######## block 1 ########
Figure 1. Cells by drive strength (block 1).
Scale: 4 px per µm.
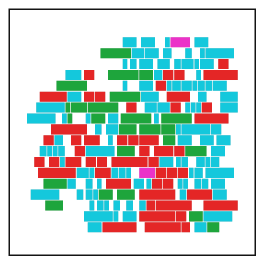

## src/rtl/slv_guard_rst_ctrl_pkg.sv

```systemverilog
// Shared slave-guard types: reset controller state and event counter.
// Imported by the reset controller and by the register package.
package slv_guard_rst_ctrl_pkg;

  typedef enum logic [1:0] {
    IDLE    = 2'd0,
    ASSERT  = 2'd1,
    RECOVER = 2'd2,
    ACK     = 2'd3
  } rst_ctrl_state_e;

  localparam int unsigned EvtCntW = 8;

  typedef logic [EvtCntW-1:0] evt_cnt_t;

  function automatic int unsigned max_u(
    input int unsigned a,
    input int unsigned b
  );
    return (a > b) ? a : b;
  endfunction

endpackage

```

## src/rtl/slv_guard_rst_ctrl.sv

```systemverilog
// Turns the guard's level reset request into a timed subordinate reset,
// waits for recovery, acknowledges the guard and keeps reset statistics.
module slv_guard_rst_ctrl
  import slv_guard_rst_ctrl_pkg::*;
#(
  parameter int unsigned HoldCycles     = 16,
  parameter int unsigned RecoverTimeout = 64,
  parameter int unsigned EvtCntWidth    = $bits(evt_cnt_t)
) (
  input  logic                   clk_i,
  input  logic                   rst_ni,
  input  logic                   rst_req_i,
  output logic                   rst_stat_o,
  output logic                   sub_rst_no,
  input  logic                   sub_ready_i,
  output logic                   busy_o,
  output logic [EvtCntWidth-1:0] evt_cnt_o,
  output logic                   timeout_o,
  input  logic                   clr_i
);

  localparam int unsigned HoldCntWidth =
    $clog2(max_u(HoldCycles, RecoverTimeout)) + 1;

  localparam logic [HoldCntWidth-1:0] HoldLd =
    HoldCntWidth'(HoldCycles - 1);
  localparam logic [HoldCntWidth-1:0] RecLd =
    HoldCntWidth'(RecoverTimeout - 1);

  rst_ctrl_state_e         r_state;
  logic [HoldCntWidth-1:0] r_timer;
  logic                    r_sub_rst_n;
  logic                    r_rst_stat;
  logic                    r_timeout;
  logic [EvtCntWidth-1:0]  r_evt;

  logic w_tmr_zero;
  logic w_evt_inc;
  logic w_evt_sat;
  logic w_to_set;

  assign w_tmr_zero = (r_timer == '0);
  assign w_evt_sat  = &r_evt;
  assign w_evt_inc  = (r_state == ACK) && !rst_req_i;
  assign w_to_set   = (r_state == RECOVER) && !sub_ready_i
                      && w_tmr_zero;

  // Outputs are updated together with the state so they come from flops.
  always_ff @(posedge clk_i) begin
    if (!rst_ni) begin
      r_state     <= IDLE;
      r_timer     <= '0;
      r_sub_rst_n <= 1'b1;
      r_rst_stat  <= 1'b0;
    end else begin
      unique case (r_state)
        IDLE: begin
          if (rst_req_i) begin
            r_state     <= ASSERT;
            r_timer     <= HoldLd;
            r_sub_rst_n <= 1'b0;
          end
        end
        ASSERT: begin
          if (w_tmr_zero) begin
            r_state     <= RECOVER;
            r_timer     <= RecLd;
            r_sub_rst_n <= 1'b1;
          end else begin
            r_timer <= r_timer - HoldCntWidth'(1);
          end
        end
        RECOVER: begin
          if (sub_ready_i || w_tmr_zero) begin
            r_state    <= ACK;
            r_rst_stat <= 1'b1;
          end else begin
            r_timer <= r_timer - HoldCntWidth'(1);
          end
        end
        ACK: begin
          if (!rst_req_i) begin
            r_state    <= IDLE;
            r_rst_stat <= 1'b0;
          end
        end
        default: begin
          r_state     <= IDLE;
          r_sub_rst_n <= 1'b1;
          r_rst_stat  <= 1'b0;
        end
      endcase
    end
  end

  // Clear beats increment; a timeout set beats clear.
  always_ff @(posedge clk_i) begin
    if (!rst_ni) begin
      r_evt     <= '0;
      r_timeout <= 1'b0;
    end else begin
      if (clr_i) begin
        r_evt <= '0;
      end else if (w_evt_inc && !w_evt_sat) begin
        r_evt <= r_evt + EvtCntWidth'(1);
      end
      if (w_to_set) begin
        r_timeout <= 1'b1;
      end else if (clr_i) begin
        r_timeout <= 1'b0;
      end
    end
  end

  assign sub_rst_no = r_sub_rst_n;
  assign rst_stat_o = r_rst_stat;
  assign busy_o     = (r_state != IDLE);
  assign evt_cnt_o  = r_evt;
  assign timeout_o  = r_timeout;

endmodule

```

## config.mk

```make
export PLATFORM = sky130hd
export DESIGN_NAME = slv_guard_rst_ctrl
export DESIGN_NICKNAME = d
export VERILOG_FILES = /design/src/rtl/slv_guard_rst_ctrl_pkg.sv /design/src/rtl/slv_guard_rst_ctrl.sv
export SDC_FILE = /design/constraint.sdc
export NUM_CORES = 1
export LEC_CHECK = 0
export CORE_MARGIN = 4
export CORE_UTILIZATION = 42
export DETAILED_ROUTE_END_ITERATION = 8
export PLACE_DENSITY = 0.71
export SETUP_SLACK_MARGIN = 0.4
export SLEW_MARGIN = 0
export SYNTH_ARGS = -nofsm -noshare
export SYNTH_HDL_FRONTEND = slang
export SYNTH_SLANG_ARGS = --single-unit
export TNS_END_PERCENT = 30
```

## constraint.sdc

```tcl
create_clock -name clk_i -period 1.9 [get_ports clk_i]
set_clock_uncertainty 0.2 [all_clocks]
set_input_delay 0.285 -clock clk_i [delete_from_list [all_inputs] [get_ports clk_i]]
set_output_delay 0.285 -clock clk_i [all_outputs]
set_load 0.005 [all_outputs]
```

######## block 2 ########
<file path="src/rtl/retry_pkg.sv">
// Shared types for the retry scheduler: QoS index width helper, FSM state
// encoding and the retransmit word layout.
package retry_pkg;

  function automatic int unsigned qos_w(input int unsigned n);
    return (n > 1) ? $clog2(n) : 1;
  endfunction

  localparam int unsigned RETRY_QOS_CLASS_NUM = 4;
  localparam int unsigned RETRY_SRC_NODE_W    = 2;
  localparam int unsigned RETRY_PAYLD_BW      = 8;
  localparam int unsigned RETRY_QW            = qos_w(RETRY_QOS_CLASS_NUM);

  typedef enum logic [2:0] {
    S_IDLE,
    S_ISSUE,
    S_CAPTURE,
    S_SEND,
    S_GAP
  } state_e;

  typedef struct packed {
    logic [RETRY_QW-1:0]         qos;
    logic [RETRY_PAYLD_BW-1:0]   payload;
    logic [RETRY_SRC_NODE_W-1:0] des_id;
  } tx_word_t;

endpackage

</file>
<file path="src/rtl/retry_scheduler_wrr_arbiter.sv">
// Weighted round-robin arbiter: per-class credits, rotating pointer and
// whole-set credit reload when pending work exists but no credit remains.
module wrr_arbiter
  import retry_pkg::*;
#(
  parameter int unsigned N        = 4,
  parameter int unsigned WEIGHT_W = 4,
  localparam int unsigned PW      = qos_w(N)
) (
  input  logic                  clk,
  input  logic                  rst,
  input  logic [N-1:0]          pending_nz_i,
  input  logic [N*WEIGHT_W-1:0] cfg_weight_i,
  input  logic                  take_i,
  output logic [N-1:0]          grant_o,
  output logic                  grant_valid_o
);

  logic [N-1:0][WEIGHT_W-1:0] credit_q, credit_d, eff, wload;
  logic                       fresh_q, fresh_d;
  logic [PW-1:0]              ptr_q, ptr_d, gidx;
  logic [N-1:0]               elig;
  logic                       found, reload;
  int unsigned                idx;

  // fresh_q stands in for "credits == weights" after reset, so the reset
  // value stays constant and the weights are picked up on first use.
  always_comb begin
    wload = '0;
    eff   = '0;
    elig  = '0;
    for (int unsigned i = 0; i < N; i++) begin
      wload[i] = (cfg_weight_i[i*WEIGHT_W +: WEIGHT_W] == '0) ?
                 WEIGHT_W'(1) : cfg_weight_i[i*WEIGHT_W +: WEIGHT_W];
      eff[i]   = fresh_q ? wload[i] : credit_q[i];
      elig[i]  = pending_nz_i[i] && (eff[i] != '0);
    end
  end

  always_comb begin
    grant_o = '0;
    gidx    = ptr_q;
    found   = 1'b0;
    idx     = 0;
    for (int unsigned off = 1; off <= N; off++) begin
      idx = (int'(ptr_q) + off) % N;
      if (!found && elig[PW'(idx)]) begin
        found             = 1'b1;
        gidx              = PW'(idx);
        grant_o[PW'(idx)] = 1'b1;
      end
    end
    grant_valid_o = found;
    reload        = (|pending_nz_i) && !(|elig);
  end

  always_comb begin
    credit_d = credit_q;
    fresh_d  = fresh_q;
    ptr_d    = ptr_q;
    if (reload) begin
      credit_d = wload;
      fresh_d  = 1'b0;
    end else if (take_i && found) begin
      credit_d       = eff;
      credit_d[gidx] = eff[gidx] - 1'b1;
      fresh_d        = 1'b0;
      ptr_d          = gidx;
    end
  end

  always_ff @(posedge clk or posedge rst) begin
    if (rst) begin
      credit_q <= '0;
      fresh_q  <= 1'b1;
      ptr_q    <= PW'(N - 1);
    end else begin
      credit_q <= credit_d;
      fresh_q  <= fresh_d;
      ptr_q    <= ptr_d;
    end
  end

endmodule

</file>
<file path="src/rtl/retry_scheduler.sv">
// Retry scheduler: mirrors buffer occupancy per QoS class, reads one entry at
// a time under WRR, and presents it on a valid/ready port with a minimum gap.
module retry_scheduler
  import retry_pkg::*;
#(
  parameter int unsigned ENTRY_NUM     = 32,
  parameter int unsigned QOS_CLASS_NUM = RETRY_QOS_CLASS_NUM,
  parameter int unsigned SRC_NODE_W    = RETRY_SRC_NODE_W,
  parameter int unsigned PAYLD_BW      = RETRY_PAYLD_BW,
  parameter int unsigned WEIGHT_W      = 4,
  parameter int unsigned GAP_W         = 4,
  localparam int unsigned QW           = qos_w(QOS_CLASS_NUM),
  localparam int unsigned CW           = $clog2(ENTRY_NUM + 1)
) (
  input  logic                              clk,
  input  logic                              rst,
  input  logic                              buf_wr_en,
  input  logic [QW-1:0]                     buf_wr_qos,
  output logic [QOS_CLASS_NUM-1:0]          rd_en,
  input  logic [QW-1:0]                     buf_qos,
  input  logic [PAYLD_BW-1:0]               buf_payload,
  input  logic [SRC_NODE_W-1:0]             buf_des_id,
  input  logic [QOS_CLASS_NUM*WEIGHT_W-1:0] cfg_weight,
  input  logic [GAP_W-1:0]                  cfg_gap,
  output logic                              tx_valid,
  input  logic                              tx_ready,
  output logic [QW-1:0]                     tx_qos,
  output logic [PAYLD_BW-1:0]               tx_payload,
  output logic [SRC_NODE_W-1:0]             tx_des_id,
  output logic [QOS_CLASS_NUM*CW-1:0]       pending_cnt,
  output logic                              overflow
);

  logic [QOS_CLASS_NUM-1:0][CW-1:0] cnt_q, cnt_d;
  logic                             ovf_q, ovf_d;
  logic [QOS_CLASS_NUM-1:0]         pending_nz, grant, sel_q, sel_d;
  logic                             grant_valid, take;
  state_e                           state_q, state_d;
  logic [GAP_W-1:0]                 gap_q, gap_d;
  tx_word_t                         word_q, word_d;

  // A write and a read on the same class cancel; a full class drops the write.
  always_comb begin
    cnt_d = cnt_q;
    ovf_d = ovf_q;
    for (int unsigned i = 0; i < QOS_CLASS_NUM; i++) begin
      if (buf_wr_en && (buf_wr_qos == QW'(i)) && !rd_en[i]) begin
        if (cnt_q[i] == CW'(ENTRY_NUM)) ovf_d = 1'b1;
        else                            cnt_d[i] = cnt_q[i] + 1'b1;
      end else if (rd_en[i] && !(buf_wr_en && (buf_wr_qos == QW'(i))) &&
                   (cnt_q[i] != '0)) begin
        cnt_d[i] = cnt_q[i] - 1'b1;
      end
    end
  end

  always_comb begin
    for (int unsigned i = 0; i < QOS_CLASS_NUM; i++) pending_nz[i] = (cnt_q[i] != '0);
  end

  wrr_arbiter #(
    .N        (QOS_CLASS_NUM),
    .WEIGHT_W (WEIGHT_W)
  ) u_arb (
    .clk           (clk),
    .rst           (rst),
    .pending_nz_i  (pending_nz),
    .cfg_weight_i  (cfg_weight),
    .take_i        (take),
    .grant_o       (grant),
    .grant_valid_o (grant_valid)
  );

  always_comb begin
    state_d = state_q;
    gap_d   = gap_q;
    sel_d   = sel_q;
    word_d  = word_q;
    take    = 1'b0;
    unique case (state_q)
      S_IDLE: begin
        if (grant_valid && (gap_q == '0)) begin
          take    = 1'b1;
          sel_d   = grant;
          state_d = S_ISSUE;
        end
      end
      S_ISSUE:   state_d = S_CAPTURE;
      S_CAPTURE: begin
        word_d  = '{qos: buf_qos, payload: buf_payload, des_id: buf_des_id};
        state_d = S_SEND;
      end
      S_SEND: begin
        if (tx_ready) begin
          if (cfg_gap == '0) begin
            state_d = S_IDLE;
          end else begin
            gap_d   = cfg_gap;
            state_d = S_GAP;
          end
        end
      end
      S_GAP: begin
        gap_d = (gap_q == '0) ? '0 : gap_q - 1'b1;
        if (gap_q <= GAP_W'(1)) state_d = S_IDLE;
      end
      default: state_d = S_IDLE;
    endcase
  end

  always_ff @(posedge clk or posedge rst) begin
    if (rst) begin
      cnt_q   <= '0;
      ovf_q   <= 1'b0;
      state_q <= S_IDLE;
      gap_q   <= '0;
      sel_q   <= '0;
      word_q  <= '0;
    end else begin
      cnt_q   <= cnt_d;
      ovf_q   <= ovf_d;
      state_q <= state_d;
      gap_q   <= gap_d;
      sel_q   <= sel_d;
      word_q  <= word_d;
    end
  end

  assign rd_en       = (state_q == S_ISSUE) ? sel_q : '0;
  assign tx_valid    = (state_q == S_SEND);
  assign tx_qos      = word_q.qos;
  assign tx_payload  = word_q.payload;
  assign tx_des_id   = word_q.des_id;
  assign pending_cnt = cnt_q;
  assign overflow    = ovf_q;

endmodule
</file>
<file path="config.mk">
export PLATFORM = sky130hd
export DESIGN_NAME = retry_scheduler
export DESIGN_NICKNAME = d
export VERILOG_FILES = /design/src/rtl/retry_pkg.sv /design/src/rtl/retry_scheduler_wrr_arbiter.sv /design/src/rtl/retry_scheduler.sv
export SDC_FILE = /design/constraint.sdc
export NUM_CORES = 1
export LEC_CHECK = 0
export CORE_AREA = 5 5 119 121
export DETAILED_ROUTE_END_ITERATION = 8
export DIE_AREA = 0 0 124 126
export PLACE_DENSITY = 0.69
export SYNTH_ARGS = -nofsm -noshare
export SYNTH_HDL_FRONTEND = slang
export SYNTH_SLANG_ARGS = --single-unit
export TNS_END_PERCENT = 30
</file>
<file path="constraint.sdc">
create_clock -name clk -period 5.16 [get_ports clk]
set_input_delay 0.774 -clock clk [delete_from_list [all_inputs] [get_ports clk]]
set_output_delay 0.774 -clock clk [all_outputs]
set_load 0.05 [all_outputs]
</file>
######## block 3 ########
### src/rtl/riscv_pkg.sv
// Shared definitions for the RV32I integer register file: data width,
// register address width, the hardwired-zero register index and a data word type.
package riscv_pkg;

  localparam int XLEN       = 32;
  localparam int REG_ADDR_W = 5;
  localparam int NUM_REGS   = 32;

  localparam logic [REG_ADDR_W-1:0] REG_ZERO = 5'd0;

  typedef logic [XLEN-1:0] word_t;

endpackage

### src/rtl/rf_read_port.sv
// One combinational read port of the register file: 32:1 mux over the
// register view, x0 forced to zero, and optional write-through forwarding
// enabled by the RISCV_RF_BYPASS_EN macro.
module rf_read_port #(
  parameter int XLEN     = riscv_pkg::XLEN,
  parameter int NUM_REGS = riscv_pkg::NUM_REGS
) (
  input  logic [riscv_pkg::REG_ADDR_W-1:0] addr,
  input  logic [NUM_REGS-1:0][XLEN-1:0]    regs,
`ifdef RISCV_RF_BYPASS_EN
  input  logic                             rst,
  input  logic                             wr_en,
  input  logic [riscv_pkg::REG_ADDR_W-1:0] wr_addr,
  input  logic [XLEN-1:0]                  wr_data,
`endif
  output logic [XLEN-1:0]                  data
);

  import riscv_pkg::*;

`ifdef RISCV_RF_BYPASS_EN
  logic fwd_hit;

  // Forward the in-flight write when it targets this port's address;
  // never while reset is asserted, since that write will be dropped.
  always_comb begin
    fwd_hit = !rst && wr_en && (wr_addr != REG_ZERO) && (wr_addr == addr);
  end
`endif

  // Select stored contents, force x0 to zero, optionally override with bypass.
  always_comb begin
    data = regs[addr];
    if (addr == REG_ZERO) begin
      data = '0;
    end
`ifdef RISCV_RF_BYPASS_EN
    if (fwd_hit) begin
      data = wr_data;
    end
`endif
  end

endmodule

### src/rtl/riscv_register_file.sv
// RV32I integer register file: x1..x31 storage, two combinational read
// ports, one synchronous write port, x0 hardwired to zero.
// Optional macro RISCV_RF_BYPASS_EN adds write-through forwarding on both
// read ports; storage and write behaviour are the same in both builds.
module riscv_register_file #(
  parameter int XLEN     = riscv_pkg::XLEN,
  parameter int NUM_REGS = riscv_pkg::NUM_REGS
) (
  input  logic                             clk,
  input  logic                             rst,
  input  logic [riscv_pkg::REG_ADDR_W-1:0] rs1,
  input  logic [riscv_pkg::REG_ADDR_W-1:0] rs2,
  output logic [XLEN-1:0]                  output1,
  output logic [XLEN-1:0]                  output2,
  input  logic [riscv_pkg::REG_ADDR_W-1:0] rd,
  input  logic [XLEN-1:0]                  write_data,
  input  logic                             reg_write
);

  import riscv_pkg::*;

  // x0 has no storage; entries start at index 1.
  logic [XLEN-1:0]               mem [1:NUM_REGS-1];
  logic [NUM_REGS-1:0][XLEN-1:0] regs_view;

  // Reset clears every register and wins over a simultaneous write;
  // writes to x0 never match any storage entry and are discarded.
  always_ff @(posedge clk) begin
    for (int i = 1; i < NUM_REGS; i++) begin
      if (rst) begin
        mem[i] <= '0;
      end else if (reg_write && (rd == REG_ADDR_W'(i))) begin
        mem[i] <= write_data;
      end
    end
  end

  assign regs_view[0] = '0;

  for (genvar g = 1; g < NUM_REGS; g++) begin : g_view
    assign regs_view[g] = mem[g];
  end

  rf_read_port #(
    .XLEN     (XLEN),
    .NUM_REGS (NUM_REGS)
  ) u_port1 (
    .addr    (rs1),
    .regs    (regs_view),
`ifdef RISCV_RF_BYPASS_EN
    .rst     (rst),
    .wr_en   (reg_write),
    .wr_addr (rd),
    .wr_data (write_data),
`endif
    .data    (output1)
  );

  rf_read_port #(
    .XLEN     (XLEN),
    .NUM_REGS (NUM_REGS)
  ) u_port2 (
    .addr    (rs2),
    .regs    (regs_view),
`ifdef RISCV_RF_BYPASS_EN
    .rst     (rst),
    .wr_en   (reg_write),
    .wr_addr (rd),
    .wr_data (write_data),
`endif
    .data    (output2)
  );

endmodule

### config.mk
export PLATFORM = sky130hd
export DESIGN_NAME = riscv_register_file
export DESIGN_NICKNAME = d
export VERILOG_FILES = /design/src/rtl/riscv_pkg.sv /design/src/rtl/rf_read_port.sv /design/src/rtl/riscv_register_file.sv
export SDC_FILE = /design/constraint.sdc
export NUM_CORES = 2
export LEC_CHECK = 0
export CAP_MARGIN = 40
export CORE_MARGIN = 4
export CORE_UTILIZATION = 30
export DETAILED_ROUTE_END_ITERATION = 7
export PLACE_DENSITY = 0.47
export SKIP_LAST_GASP = 1
export SLEW_MARGIN = 0
export SYNTH_ARGS = -nofsm -noshare
export SYNTH_HDL_FRONTEND = slang
export SYNTH_SLANG_ARGS = --single-unit
### constraint.sdc
create_clock -name clk -period 3.2 [get_ports clk]
set_input_delay 0.8 -clock clk [delete_from_list [all_inputs] [get_ports clk]]
set_output_delay 0.8 -clock clk [all_outputs]
set_load 0.03 [all_outputs]

## Gallery

Signal metal coverage by tile.
shot_01.png
22 x 22 tiles, from dark purple (low) to yellow (high), scaled to the fullest tile. Values are wire area over tile area, all layers added.
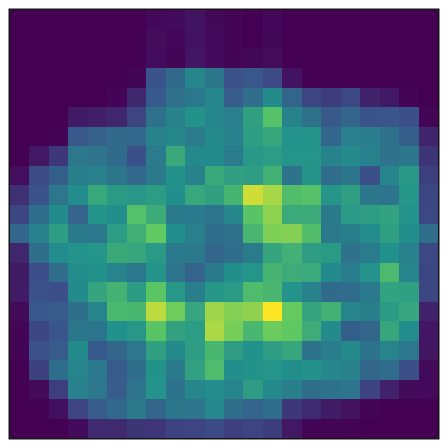
shot_02.png
Scale: 6 px per µm. 12 x 12 tiles, from dark purple (low) to yellow (high), scaled to the fullest tile. Values are wire area over tile area, all layers added.
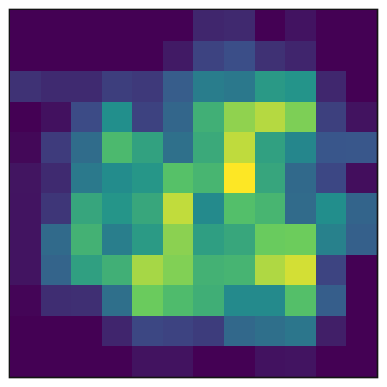
shot_03.png
Scale: 3 px per µm. 25 x 25 tiles, from dark purple (low) to yellow (high), scaled to the fullest tile. Values are wire area over tile area, all layers added.
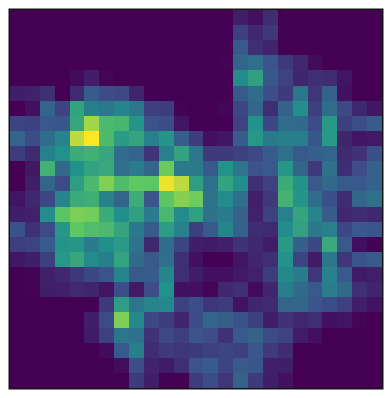
| picture | from |
|---|---|
| shot_03.png | block 2 |
| shot_01.png | block 3 |
| shot_02.png | block 1 |

Key to shot_02.png:
The fullest tile reaches 0.47. 28% of the tiles are over half the peak. The emptiest ninth of the die: upper left. 23% of the tiles are nearly empty.

Figure 2. Clock routing (block 1).
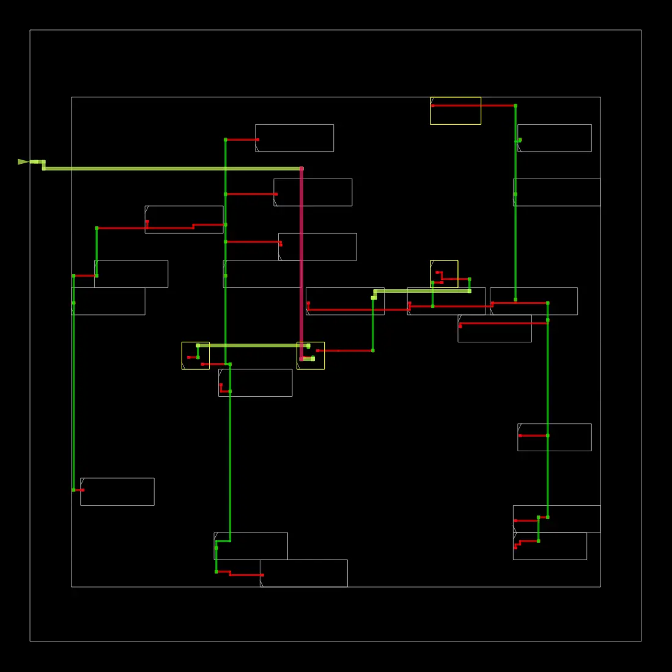
clock sink total: 20
final-layout clock buffer total: 4

About Figure 1:
Key: _6 and larger = magenta [cells 2, share 1.1%]; _2 cells = green [cells 24, share 13%, most used dfxtp_2]; _0 and _1 cells = cyan [cells 105, share 58%, most used nor2_1]; _3 and _4 cells = red [cells 50, share 28%, most used buf_4]

==> flow_summary.json, block 1 <==
{
  "gp_congestion": 0.792,
  "core_util_floorplan_pct": 45.7,
  "layout.buffer.nonclock.area_share_pct": 20.0,
  "endpoint": "r_state[1]",
  "compound_area_share_pct": 24.2,
  "timing.rr.end": "r_state[1]",
  "netlist-cell-type-count": 52,
  "post_synth_xor_area_fraction_pct": 2.22,
  "drv_cap": 0,
  "hold_depth": 1,
  "layout.cells.most_common_list": "sky130_fd_sc_hd__buf_4 (25), sky130_fd_sc_hd__nor2_1 (16), sky130_fd_sc_hd__clkdlybuf4s50_1 (13)",
  "cp_top_family": "AND-OR/OR-AND gates",
  "gr-usage-met1_pct": 22.6,
  "nonClockInverterCount": 10,
  "insertion_delay_at_the_late_pin_of_the_worst_skew_pair_ns": 0.31,
  "category_of_the_critical_setup_timing_path": "reg2reg",
  "placed_instances": 190,
  "areaGrowthSynthToFinish_pct": 52.8,
  "chipWidth_um": 61.1,
  "synthesis.area_per_instance_um2": 8.59,
  "storage_cell_area_um2": 424,
  "drtAntennaViolNets": 0,
  "dp_hpwl_um": 2170,
  "ys_dominant_reg_cell": "sky130_fd_sc_hd__dfxtp_1",
  "grt_use_total_pct": 19.1,
  "outcome": "complete, no violations",
  "drt-total-wl_um": 3490,
  "tritoncts": "done",
  "ctsHtreeMaxLevel": 1,
  "regToRegStartpoint": "r_state[0]",
  "critPathLaunchType": "register",
  "viasPerCell": 5.69,
  "critical_path.startpoint": "r_state[0]",
  "cts_hold_buf": 0,
  "synthMuxAreaShare_pct": 1.69,
  "ctsLongestPathBuffers": 2,
  "top_area_cell": "sky130_fd_sc_hd__dfxtp_1",
  "syn_nets": 149,
  "cp.depth": 8,
  "timing.final.crit_share_pct": 94.8,
  "synth_dominant_cell_count": "sky130_fd_sc_hd__dfxtp_1",
  "layout.filler_cells": 195,
  "synthCells": 138,
  "num_antenna_cells": 0
}
## block 1: flip-flops by register name, summed over array words and instances (netlist names)
name        cells
evt_cnt_o       8
timeout_o       1
r_timer         7
rst_stat_o      1
sub_rst_no      1
r_state         2
## block 1: stage by stage
step	area, µm²	worst slack [ns]
6_report	1810	0.0985
5_1_grt	1810	0.0250
4_1_cts	1690	0.135
3_5_place_dp	1450	-0.0429
3_3_place_gp	1450	-0.0143
2_1_floorplan	1200	0.174
## block 1: worst min path at each step
stage	startpoint	endpoint	slack (ns)
final	evt_cnt_o[3]	evt_cnt_o[3]	0.27
after global routing	evt_cnt_o[3]	evt_cnt_o[3]	0.30
after CTS	r_timer[6]	r_timer[6]	0.29
after detailed placement	r_timer[6]	r_timer[6]	0.26
after global placement	r_timer[6]	r_timer[6]	0.25
after floorplan	r_timer[6]	r_timer[6]	0.24
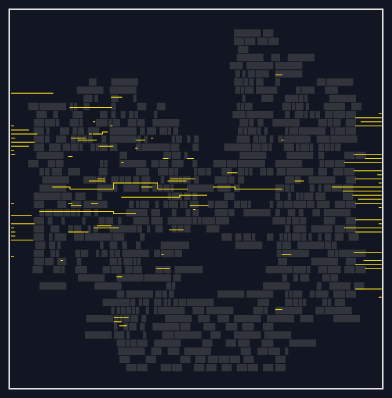
Figure 3: block 2, signal wires on met3.
Scale: 3 px per µm. Cells faint in the background.
71 nets have wire on it. The layer holds 4.3% of the routed length.

==> flow_summary.json, block 2 <==
{
  "ctsHtreeMaxLevel": 3,
  "regToRegStartpoint": "u_arb.fresh_q",
  "layout.buffer.nonclock.area_share_pct": 14.2,
  "proportion_of_netlist_area_held_by_the_largest_area_contributor_pct": 34.4,
  "cts-buffers-inserted": 9,
  "storage_cell_area_um2": 1680,
  "synth-warning-count": 0,
  "via_count_of_the_first_global_routing_pass": 4268,
  "final_number_of_hold_violating_endpoints": 0,
  "grt_setup_unrepaired": "no",
  "seq_cell_count": 67,
  "cp.depth": 11,
  "timing.hold.worst.class": "reg2reg",
  "drc_errors": 0,
  "outcome": "complete, no violations",
  "final_critical_path_setup_slack_ns": 1.36,
  "num_antenna_cells": 0,
  "layout.clock_buffers": 11,
  "multi_input_gate_area_um2": 2840,
  "first_pass_grt_wire_length_um": 20600,
  "synth_dominant_cell_count": "sky130_fd_sc_hd__dfrtp_1",
  "tap_cells": 176,
  "maximum_number_of_pins_on_one_net_before_global_route_repair": 36,
  "average_wire_length_per_cell_after_detail_routing_um": 16.3,
  "n_all_buffers": 85,
  "placed_instances": 744,
  "number_of_violations_reported_at_the_end_of_detailed_routing_iteration_0": 294,
  "holdWs_ns": 0.492,
  "finish.utilization_pct": 45.4,
  "die-area_um2": 15600,
  "cp_top_family": "AND-OR/OR-AND gates"
}
==> block 2: cells in the final DEF (no fill, tap or decap), drive strengths merged, types with 5 or more instances in the layout <==
| cell type | count |
|---|---|
| a21o | 7 |
| a21oi | 28 |
| a22oi | 16 |
| a31oi | 13 |
| and2 | 6 |
| buf | 6 |
| clkbuf | 11 |
| clkdlybuf4s50 | 79 |
| dfrtp | 64 |
| ha | 25 |
| inv | 14 |
| mux2 | 23 |
| mux2i | 8 |
| nand2 | 44 |
| nand2b | 7 |
| nand3 | 5 |
| nor2 | 48 |
| nor3 | 18 |
| o21ai | 41 |
| o31ai | 7 |
| or3 | 6 |
| or4 | 5 |
| xnor2 | 18 |
| xor2 | 11 |
==> block 2: kinds of logic after synthesis <==
group | Yosys count | share of synthesized area (%)
flops | 67 | 36.1
mux | 33 | 8.26
fa+ha+maj | 29 | 8.45
simple gates | 157 | 16.4
xor+xnor | 29 | 5.46
buf+inv | 34 | 2.88
compound gates | 153 | 22.4
==> block 2: per-layer routing <==
layer / track usage, % / vias to the layer above
met5: 0 / -
met4: 8.57 / 0
met3: 3.14 / 29
met2: 26.2 / 113
met1: 21.0 / 2011
li1: - / 2020
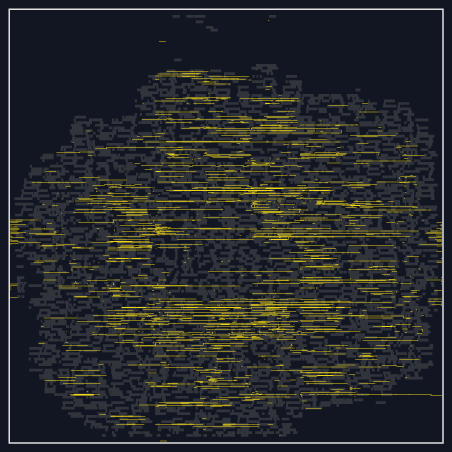
Figure 4: block 3, signal wires on met3.
Scale: 1 px per µm. Cells faint in the background.
The wires run mostly horizontal. 494 nets have wire on it. The layer holds 7.7% of the routed length.

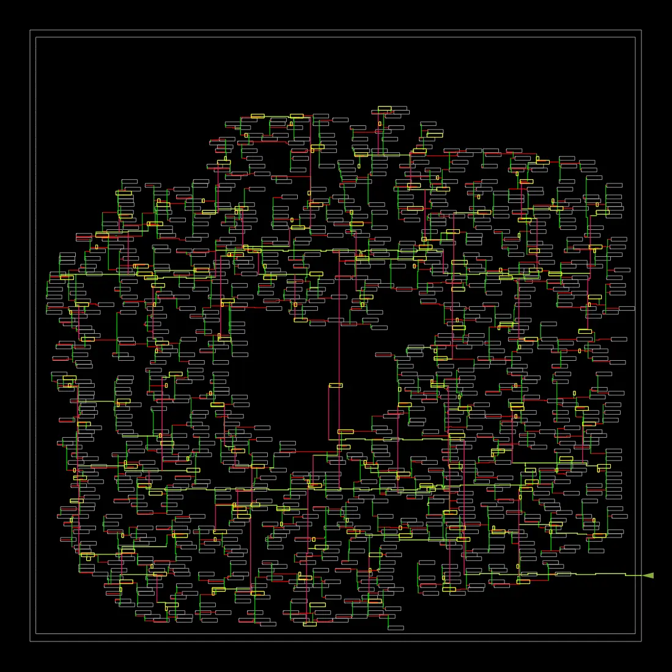
Figure 5: block 3, clock routing.
clock sink total: 992
final-layout clock buffer total: 148
number of flip-flops and latches: 992
number of CTS-inserted buffers: 114

==> flow_summary.json, block 3 <==
{
  "holdWs_ns": 0.999,
  "die-area_um2": 187000,
  "tritoncts": "done",
  "timing.final.crit_share_pct": 108,
  "setup_violations": 62,
  "design.core.area_um2": 179000,
  "dr_pass1_iterations": 5,
  "outcome": "finished, violations left",
  "top_cells_by_count": "sky130_fd_sc_hd__and2_1 (993), sky130_fd_sc_hd__edfxtp_1 (992), sky130_fd_sc_hd__mux2i_1 (577)",
  "clk_transition_reported_paths_ns": 0.06,
  "regMostFlops": "mem",
  "post_synth_and_or_nand_nor_area_fraction_pct": 14.7,
  "average_wire_length_per_cell_after_detail_routing_um": 33.6,
  "proportion_of_netlist_area_held_by_the_largest_area_contributor_pct": 55.2,
  "violations": "setup timing",
  "die_h_um": 432,
  "finish.utilization_pct": 41.4,
  "top_logic_cell_family_in_the_synthesized_netlist": "multiplexers",
  "maximum_number_of_pins_on_one_net_before_global_route_repair": 40,
  "synthCells": 4107,
  "top_area_cell": "sky130_fd_sc_hd__edfxtp_1",
  "adder_share_pct": 0,
  "final_number_of_hold_violating_endpoints": 0,
  "io_pins": 114,
  "final_critical_path_setup_slack_ns": -0.261,
  "grt_use_total_pct": 24.3,
  "grt-ovfl-total": 0,
  "cp_top_family": "simple AND/OR/NAND/NOR gates"
}
==> block 3: final timing paths <==
check / cells past startpoint / to / startpoint / slack (ns)
worst max-delay path: 8 / output1[25] / rs1[0] / -0.26
worst min-delay path: 3 / mem[0][298] / write_data[10] / 1.0
==> block 3: timing repair <==
item                                    in CTS  in global routing
pin swaps                                   67                145
buffers inserted                            49                 95
hold buffers                                 0                  0
gates resized                              315                376
gates cloned                                17                 33
endpoints found under the setup margin      64                 64
==> block 3: area by class of cell <==
cell class | instances | area (µm²)
Clock inverter | 65 | 578
Tap cell | 2355 | 2950
Sequential cell | 992 | 29800
Fill cell | 16400 | 105000
Multi-Input combinational cell | 2679 | 25600
Clock buffer | 148 | 2980
Timing Repair Buffer | 896 | 12100
Antenna cell | 5 | 12.5
==> block 3: kinds of logic after synthesis <==
family                 after synthesis
AND-OR/OR-AND                      541
buffers and inverters              437
flip-flops                         992
multiplexers                       833
AND/OR/NAND/NOR                   1304
==> block 3: per-layer routing <==
layer | vias up | part of all wire [%] | GRT usage (%)
li1 | 16700 | - | -
met1 | 20700 | 41 | 32.5
met2 | 1829 | 47 | 40.0
met3 | 457 | 7.7 | 3.73
met4 | 0 | 4.6 | 8.54
met5 | - | 0 | 0


==> gallery <==
Placement by cell class.
panel A
Scale: 4 px per µm.
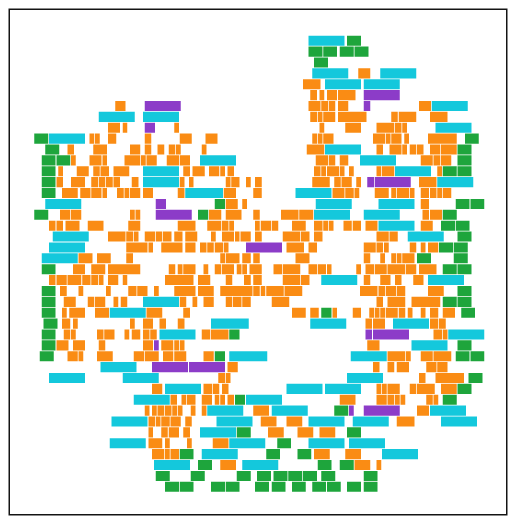
panel B
Scale: 8 px per µm.
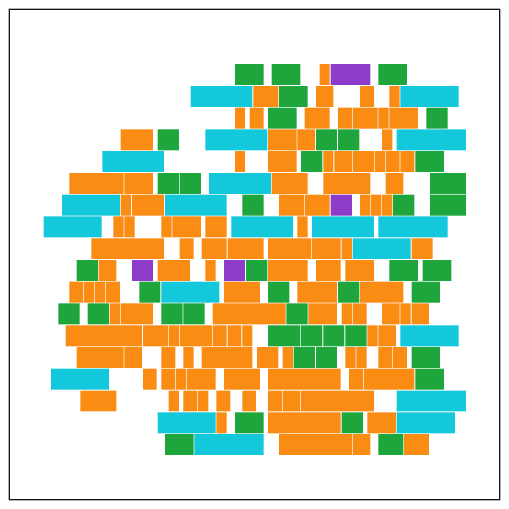
panel C
Scale: 1 px per µm.
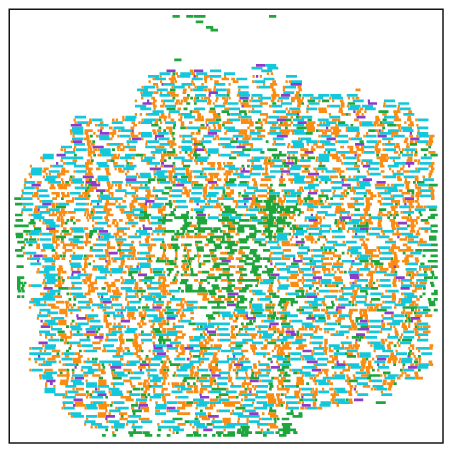
block 2 -> panel A
block 3 -> panel C
block 1 -> panel B
The one with the largest die is panel C.
The one with the highest utilization is panel B.

Key to panel A:
Key: sequential cells = cyan [cells 67, share of their area 30%]; combinational and other logic = orange [cells 416, share of their area 51%]; clock drivers and dummy loads = purple [cells 16, share of their area 4.6%]; remaining buffers and delay cells = green [cells 85, share of their area 15%]

